# ---- design 1 ----
Figure 1. The metal 3 layer (design 1).
Bar = 50 um.
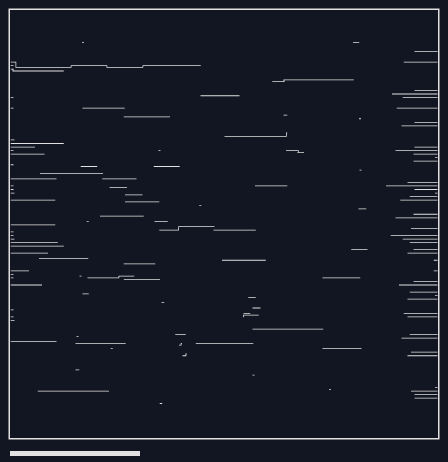

===== src/rtl/store_unit.sv =====
// store_unit: formats SB/SH/SW lanes, buffers stores in a FIFO and drains them to dmem.
// Define STORE_MISALIGN_TRAP_EN to reject misaligned SH/SW with a one-cycle misalign_err pulse.
module store_unit #(
  parameter int DEPTH = 4,
  parameter int AW = 32
) (
  input  logic          clk,
  input  logic          rst_n,
  input  logic          st_valid,
  output logic          st_ready,
  input  logic [1:0]    st_funct3,
  input  logic [AW-1:0] st_addr,
  input  logic [31:0]   st_data,
  output logic          dmem_we,
  input  logic          dmem_ready,
  output logic [AW-1:0] dmem_addr,
  output logic [31:0]   dmem_din,
  output logic [3:0]    dmem_be,
  output logic          buf_empty,
  output logic          misalign_err
);
  localparam int PW = $clog2(DEPTH);
  localparam int CW = $clog2(DEPTH + 1);
  logic [PW-1:0] wr_q, wr_d, rd_q, rd_d;
  logic [CW-1:0] count_q, count_d;
  logic [AW-1:0] ent_addr_q [DEPTH];
  logic [31:0]   ent_din_q [DEPTH];
  logic [3:0]    ent_be_q [DEPTH];
  logic [AW-1:0] ent_addr_d;
  logic [31:0]   ent_din_d;
  logic [3:0]    ent_be_d;
  logic          acc, push, pop;
  always_comb begin
    ent_addr_d = {st_addr[AW-1:2], 2'b00};
    ent_be_d   = st_funct3[1] ? 4'b1111 :
                 st_funct3[0] ? 4'b0011 << {st_addr[1], 1'b0} : 4'b0001 << st_addr[1:0];
    ent_din_d  = st_funct3[1] ? st_data :
                 st_funct3[0] ? {2{st_data[15:0]}} : {4{st_data[7:0]}};
  end
  assign st_ready  = count_q != CW'(DEPTH);
  assign dmem_we   = count_q != '0;
  assign buf_empty = !dmem_we;
  assign acc       = st_valid && st_ready;
  assign pop       = dmem_we && dmem_ready;
  assign dmem_addr = dmem_we ? ent_addr_q[rd_q] : '0;
  assign dmem_din  = dmem_we ? ent_din_q[rd_q] : '0;
  assign dmem_be   = dmem_we ? ent_be_q[rd_q] : '0;
`ifdef STORE_MISALIGN_TRAP_EN
  logic mis, err_q, err_d;
  always_comb begin
    mis   = st_funct3[1] ? |st_addr[1:0] : st_funct3[0] & st_addr[0];
    push  = acc && !mis;
    err_d = acc && mis;
  end
  always_ff @(posedge clk or negedge rst_n)
    if (!rst_n) err_q <= 1'b0;
    else err_q <= err_d;
  assign misalign_err = err_q;
`else
  assign push = acc;
  assign misalign_err = 1'b0;
`endif
  always_comb begin
    wr_d    = push ? wr_q + PW'(1) : wr_q;
    rd_d    = pop ? rd_q + PW'(1) : rd_q;
    count_d = count_q + CW'(push) - CW'(pop);
  end
  always_ff @(posedge clk or negedge rst_n) begin
    if (!rst_n) begin
      wr_q    <= '0;
      rd_q    <= '0;
      count_q <= '0;
    end else begin
      wr_q    <= wr_d;
      rd_q    <= rd_d;
      count_q <= count_d;
    end
  end
  // Entry storage needs no reset: outputs are masked while the buffer is empty.
  always_ff @(posedge clk) begin
    if (push) begin
      ent_addr_q[wr_q] <= ent_addr_d;
      ent_din_q[wr_q]  <= ent_din_d;
      ent_be_q[wr_q]   <= ent_be_d;
    end
  end
endmodule


===== config.mk =====
export PLATFORM = sky130hd
export DESIGN_NAME = store_unit
export DESIGN_NICKNAME = d
export VERILOG_FILES = /design/src/rtl/store_unit.sv
export SDC_FILE = /design/constraint.sdc
export NUM_CORES = 1
export LEC_CHECK = 0
export ABC_CLOCK_PERIOD_IN_PS = 3300
export CAP_MARGIN = 10
export CELL_PAD_IN_SITES_DETAIL_PLACEMENT = 1
export CELL_PAD_IN_SITES_GLOBAL_PLACEMENT = 1
export CORE_MARGIN = 8
export CORE_UTILIZATION = 49
export CTS_BUF_LIST = sky130_fd_sc_hd__clkbuf_8
export DETAILED_ROUTE_END_ITERATION = 7
export HOLD_SLACK_MARGIN = 0.12
export PLACE_DENSITY_LB_ADDON = 0.1
export RECOVER_POWER = 25
export REMOVE_ABC_BUFFERS = 1
export SYNTH_ARGS = -nofsm -noshare
export SYNTH_HDL_FRONTEND = slang
export SYNTH_SLANG_ARGS = --single-unit

===== constraint.sdc =====
create_clock -name clk -period 3.3 [get_ports clk]
set_input_delay 0.99 -clock clk [delete_from_list [all_inputs] [get_ports clk]]
set_output_delay 0.99 -clock clk [all_outputs]
set_load 0.005 [all_outputs]

# ---- design 2 ----
--- src/rtl/ssr_spi_reader.sv ---
// ssr_spi_reader: SPI mode-0 master that fetches SSR bytes for the distribution unit.
// Define SSR_CMD_BYTE_EN to shift CMD_OPCODE out on MOSI once at the start of each frame.
module ssr_spi_reader #(
    parameter int unsigned CLK_DIV    = 4,
    parameter logic [7:0]  CMD_OPCODE = 8'h03
) (
    input  logic       clk,
    input  logic       reset,
    input  logic       readssr_req,
    output logic       byte_ready,
    output logic [7:0] byte_in,
    input  logic       byte_received_ack,
    output logic       spi_cs_n,
    output logic       spi_sclk,
    output logic       spi_mosi,
    input  logic       spi_miso,
    output logic       busy
);

    localparam int unsigned DW = $clog2(CLK_DIV);
    localparam logic [DW-1:0] DIV_LAST = DW'(CLK_DIV - 1);

`ifdef SSR_CMD_BYTE_EN
    typedef enum logic [2:0] {
        S_IDLE,
        S_CS_SETUP,
        S_CMD,
        S_SHIFT,
        S_PRESENT,
        S_WAIT_ACK_HI,
        S_WAIT_ACK_LO
    } state_t;
`else
    typedef enum logic [2:0] {
        S_IDLE,
        S_CS_SETUP,
        S_SHIFT,
        S_PRESENT,
        S_WAIT_ACK_HI,
        S_WAIT_ACK_LO
    } state_t;
`endif

    state_t        state_q, state_nx;
    logic [DW-1:0] div_q, div_nx;
    logic [2:0]    bit_q, bit_nx;
    logic [7:0]    sh_q, sh_nx;
    logic          sclk_q, sclk_nx;
    logic          cs_n_q, cs_n_nx;
    logic          rdy_q, rdy_nx;
    logic [7:0]    byte_q, byte_nx;
    logic          tick;

`ifdef SSR_CMD_BYTE_EN
    logic [7:0]    tx_q, tx_nx;
    logic          mosi_q, mosi_nx;
`endif

    assign tick = (div_q == DIV_LAST);

    always_ff @(posedge clk) begin
        if (reset) begin
            state_q <= S_IDLE;
            div_q   <= '0;
            bit_q   <= 3'd7;
            sh_q    <= 8'h00;
            sclk_q  <= 1'b0;
            cs_n_q  <= 1'b1;
            rdy_q   <= 1'b0;
            byte_q  <= 8'h00;
`ifdef SSR_CMD_BYTE_EN
            tx_q    <= 8'h00;
            mosi_q  <= 1'b0;
`endif
        end else begin
            state_q <= state_nx;
            div_q   <= div_nx;
            bit_q   <= bit_nx;
            sh_q    <= sh_nx;
            sclk_q  <= sclk_nx;
            cs_n_q  <= cs_n_nx;
            rdy_q   <= rdy_nx;
            byte_q  <= byte_nx;
`ifdef SSR_CMD_BYTE_EN
            tx_q    <= tx_nx;
            mosi_q  <= mosi_nx;
`endif
        end
    end

    always_comb begin
        state_nx = state_q;
        div_nx   = div_q;
        bit_nx   = bit_q;
        sh_nx    = sh_q;
        sclk_nx  = sclk_q;
        rdy_nx   = rdy_q;
        byte_nx  = byte_q;
`ifdef SSR_CMD_BYTE_EN
        tx_nx    = tx_q;
        mosi_nx  = mosi_q;
`endif
        unique case (state_q)
            S_IDLE: begin
                if (readssr_req) begin
                    state_nx = S_CS_SETUP;
                    div_nx   = '0;
                end
            end
            S_CS_SETUP: begin
                if (!readssr_req) begin
                    state_nx = S_IDLE;
                    div_nx   = '0;
                end else if (!tick) begin
                    div_nx = div_q + 1'b1;
                end else begin
                    div_nx = '0;
                    bit_nx = 3'd7;
`ifdef SSR_CMD_BYTE_EN
                    state_nx = S_CMD;
                    mosi_nx  = CMD_OPCODE[7];
                    tx_nx    = {CMD_OPCODE[6:0], 1'b0};
`else
                    state_nx = S_SHIFT;
`endif
                end
            end
`ifdef SSR_CMD_BYTE_EN
            S_CMD: begin
                if (!readssr_req) begin
                    state_nx = S_IDLE;
                    div_nx   = '0;
                    sclk_nx  = 1'b0;
                    mosi_nx  = 1'b0;
                end else if (!tick) begin
                    div_nx = div_q + 1'b1;
                end else begin
                    div_nx  = '0;
                    sclk_nx = ~sclk_q;
                    // MOSI moves only on the SCLK falling edge
                    if (sclk_q) begin
                        if (bit_q == 3'd0) begin
                            state_nx = S_SHIFT;
                            bit_nx   = 3'd7;
                            mosi_nx  = 1'b0;
                        end else begin
                            bit_nx  = bit_q - 1'b1;
                            mosi_nx = tx_q[7];
                            tx_nx   = {tx_q[6:0], 1'b0};
                        end
                    end
                end
            end
`endif
            S_SHIFT: begin
                if (!readssr_req) begin
                    state_nx = S_IDLE;
                    div_nx   = '0;
                    sclk_nx  = 1'b0;
                end else if (!tick) begin
                    div_nx = div_q + 1'b1;
                end else begin
                    div_nx  = '0;
                    sclk_nx = ~sclk_q;
                    if (!sclk_q) begin
                        sh_nx = {sh_q[6:0], spi_miso};
                    end else if (bit_q == 3'd0) begin
                        state_nx = S_PRESENT;
                    end else begin
                        bit_nx = bit_q - 1'b1;
                    end
                end
            end
            S_PRESENT: begin
                byte_nx  = sh_q;
                rdy_nx   = 1'b1;
                state_nx = S_WAIT_ACK_HI;
            end
            S_WAIT_ACK_HI: begin
                if (byte_received_ack) begin
                    rdy_nx   = 1'b0;
                    state_nx = S_WAIT_ACK_LO;
                end
            end
            S_WAIT_ACK_LO: begin
                if (!byte_received_ack) begin
                    if (readssr_req) begin
                        state_nx = S_SHIFT;
                        div_nx   = '0;
                        bit_nx   = 3'd7;
                        sclk_nx  = 1'b0;
                    end else begin
                        state_nx = S_IDLE;
                    end
                end
            end
            default: begin
                state_nx = S_IDLE;
                sclk_nx  = 1'b0;
                rdy_nx   = 1'b0;
            end
        endcase
        cs_n_nx = (state_nx == S_IDLE);
    end

    assign byte_ready = rdy_q;
    assign byte_in    = byte_q;
    assign spi_cs_n   = cs_n_q;
    assign spi_sclk   = sclk_q;
    assign busy       = (state_q != S_IDLE);

`ifdef SSR_CMD_BYTE_EN
    assign spi_mosi = mosi_q;
`else
    // without the command phase the opcode never reaches the wire
    assign spi_mosi = |(CMD_OPCODE & 8'h00);
`endif

endmodule
--- config.mk ---
export PLATFORM = sky130hd
export DESIGN_NAME = ssr_spi_reader
export DESIGN_NICKNAME = d
export VERILOG_FILES = /design/src/rtl/ssr_spi_reader.sv
export SDC_FILE = /design/constraint.sdc
export NUM_CORES = 1
export LEC_CHECK = 0
export CAP_MARGIN = 40
export CORE_UTILIZATION = 53
export DETAILED_ROUTE_END_ITERATION = 12
export PLACE_DENSITY = 0.77
export SLEW_MARGIN = 20
export SYNTH_ARGS = -nofsm -noshare
export SYNTH_HDL_FRONTEND = slang
export SYNTH_SLANG_ARGS = --single-unit
export TNS_END_PERCENT = 50
--- constraint.sdc ---
create_clock -name clk -period 1.84 [get_ports clk]
set_input_delay 0.46 -clock clk [delete_from_list [all_inputs] [get_ports clk]]
set_output_delay 0.46 -clock clk [all_outputs]
set_load 0.01 [all_outputs]

## Gallery

Port wiring.
image #1
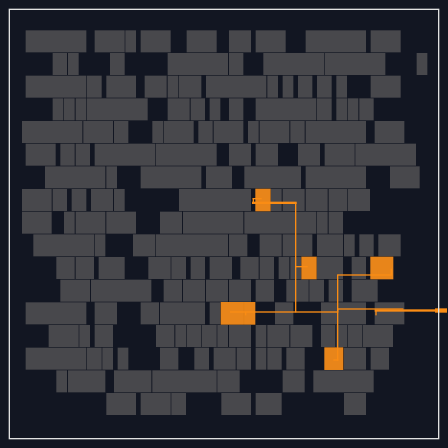
image #2
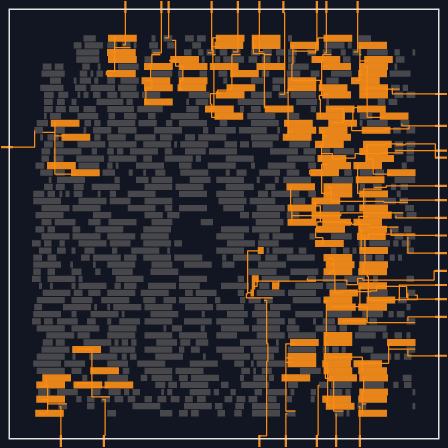
- most cells: image #2
- image #2 = design 1
- image #1 = design 2

Key to image #1:
[`byte_received_ack`] orange | direction: input | end cells: 6 | buffers: 1 | wire: 67.8 um

Figure 2. Cell placement (design 2).
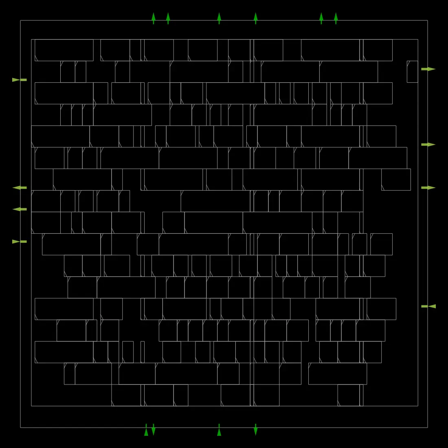
core footprint: 2250 um^2
sequential portion of the cell area: 0.339
Rows: 17

Figure 3. Metal 2 (design 2).
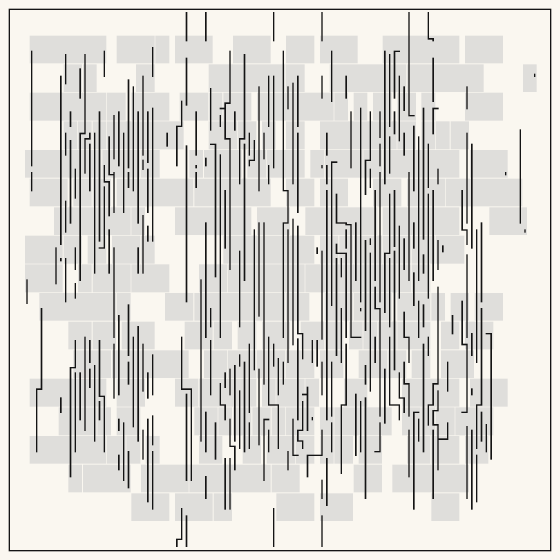
longest straight run: 21.8 um
wire length on this layer: 1,560 um

==> qor.txt, design 2 <==
Initial antenna violation count: 0
Post-route cell area: 1630 um^2
Vias: 1,221
Initial Util: 0.573
Switching Share: 0.238
Largest cells by area: dfxtp_1 42%, mux2i_1 6.2%, a21oi_1 5.8%, nand3_1 4.7%, nand2_1 4.4%
Log Warnings: 27
Final Hold Viols: 0
First-pass GRT wire length: 5010 um
Netlist cell types: 39
Status: completed
Gate power share: 0.089
WP data arrival: 1.98 ns
Setup Buffers After CTS: 1
TritonCTS clock tree: yes
Comb gates: 109
Ys flop type: dfxtp_1
CTS root buf: clkbuf_4
Cells after DPL: 206
Final tally of setup violations: 0
Post-synthesis register bit count: 27
Buffering overhead: 0.185
Max-cap viol count: 0
H-tree levels: 1
Post-synth top area cell: dfxtp_1
Top Layout Cells: 23 x dfxtp_1, 19 x buf_4, 15 x nand2_1, 15 x a21oi_1, 15 x clkdlybuf4s50_1
## design 2: worst max-delay path, stage by stage, from the launching register on
cell and delay, ns:
dfxtp_1 0.41, ha_2 0.29, or2_1 0.14, a32oi_1 0.08
or3_1 0.40, o32a_1 0.34
## design 2: path summary, 6_finish.rpt
path              startpoint  slack (ns)    endpoint  cells past startpoint
setup / recovery    div_q[0]        0.08    bit_q[1]                      5
hold / removal    byte_in[2]        0.46  byte_in[2]                      2
setup reg to reg    div_q[0]        0.08    bit_q[1]                      5
hold reg to reg   byte_in[2]        0.46  byte_in[2]                      2
Figure 4. Cell classes on the final placement (design 1).
Fill, decap, tap and diode cells in grey.
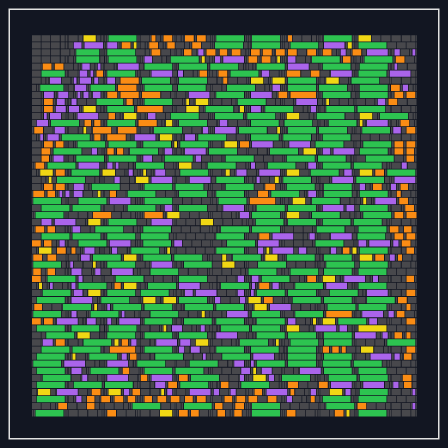
[clock drivers and dummy loads] yellow | cells: 82 | share of their area: 6.1%
[other buffers and delay cells] orange | cells: 176 | share of their area: 14%
[flip-flops] green | cells: 271 | share of their area: 61%
[all other logic] purple | cells: 212 | share of their area: 20%

About Figure 1:
longest straight run: 27.1 um
wire length on this layer: 1,240 um
main direction: horizontal
share of all routed wire: 5.3%
nets with wire on the layer: 93

==> qor.txt, design 1 <==
Final min period: 3.29 ns
Status: completed
I/O pins: 142
RSZ-0062 raised after global routing: yes
Post-DP HPWL: 14,000 um
Area after DPL: 12,600 um^2
CP Launch Type: register
Port bufs: 138
Clk pwr share: 0.222
Post-synth mux share: 0.163
Post-synth top area cell: edfxtp_1
Power density cells: 883 nW/um^2
Final #Nets: 783
Cell Area, Synth: 10,800 um^2
Clock network area share: 0.0596
Routed wire per std cell: 23.1 um
Gate Area: 2570 um^2
Setup Buffers After CTS: 13
Log Warnings: 30
design 1: critical path, cell delays in order (launching register included):
cell,delay [ns]
dfrtp_4,0.51
buf_12,0.17
buf_12,0.14
buf_6,0.11
buf_6,0.10
mux4_2,0.43
and2_4,0.19
buf_6,0.11
design 1: flip-flops by register name, summed over array words and instances (netlist names):
signal / count
rd_q: 2
count_q: 3
ent_din_q: 128
wr_q: 2
ent_be_q: 16
ent_addr_q: 120
design 1: metal layers:
layer  vias to the layer above  global-route usage
li1                       2433                   -
met1                      2923               0.223
met2                       158               0.302
met3                        42              0.0404
met4                         0              0.0594
met5                         -                   0

Power figures rest on the tool's default switching activity, not on a simulated workload.
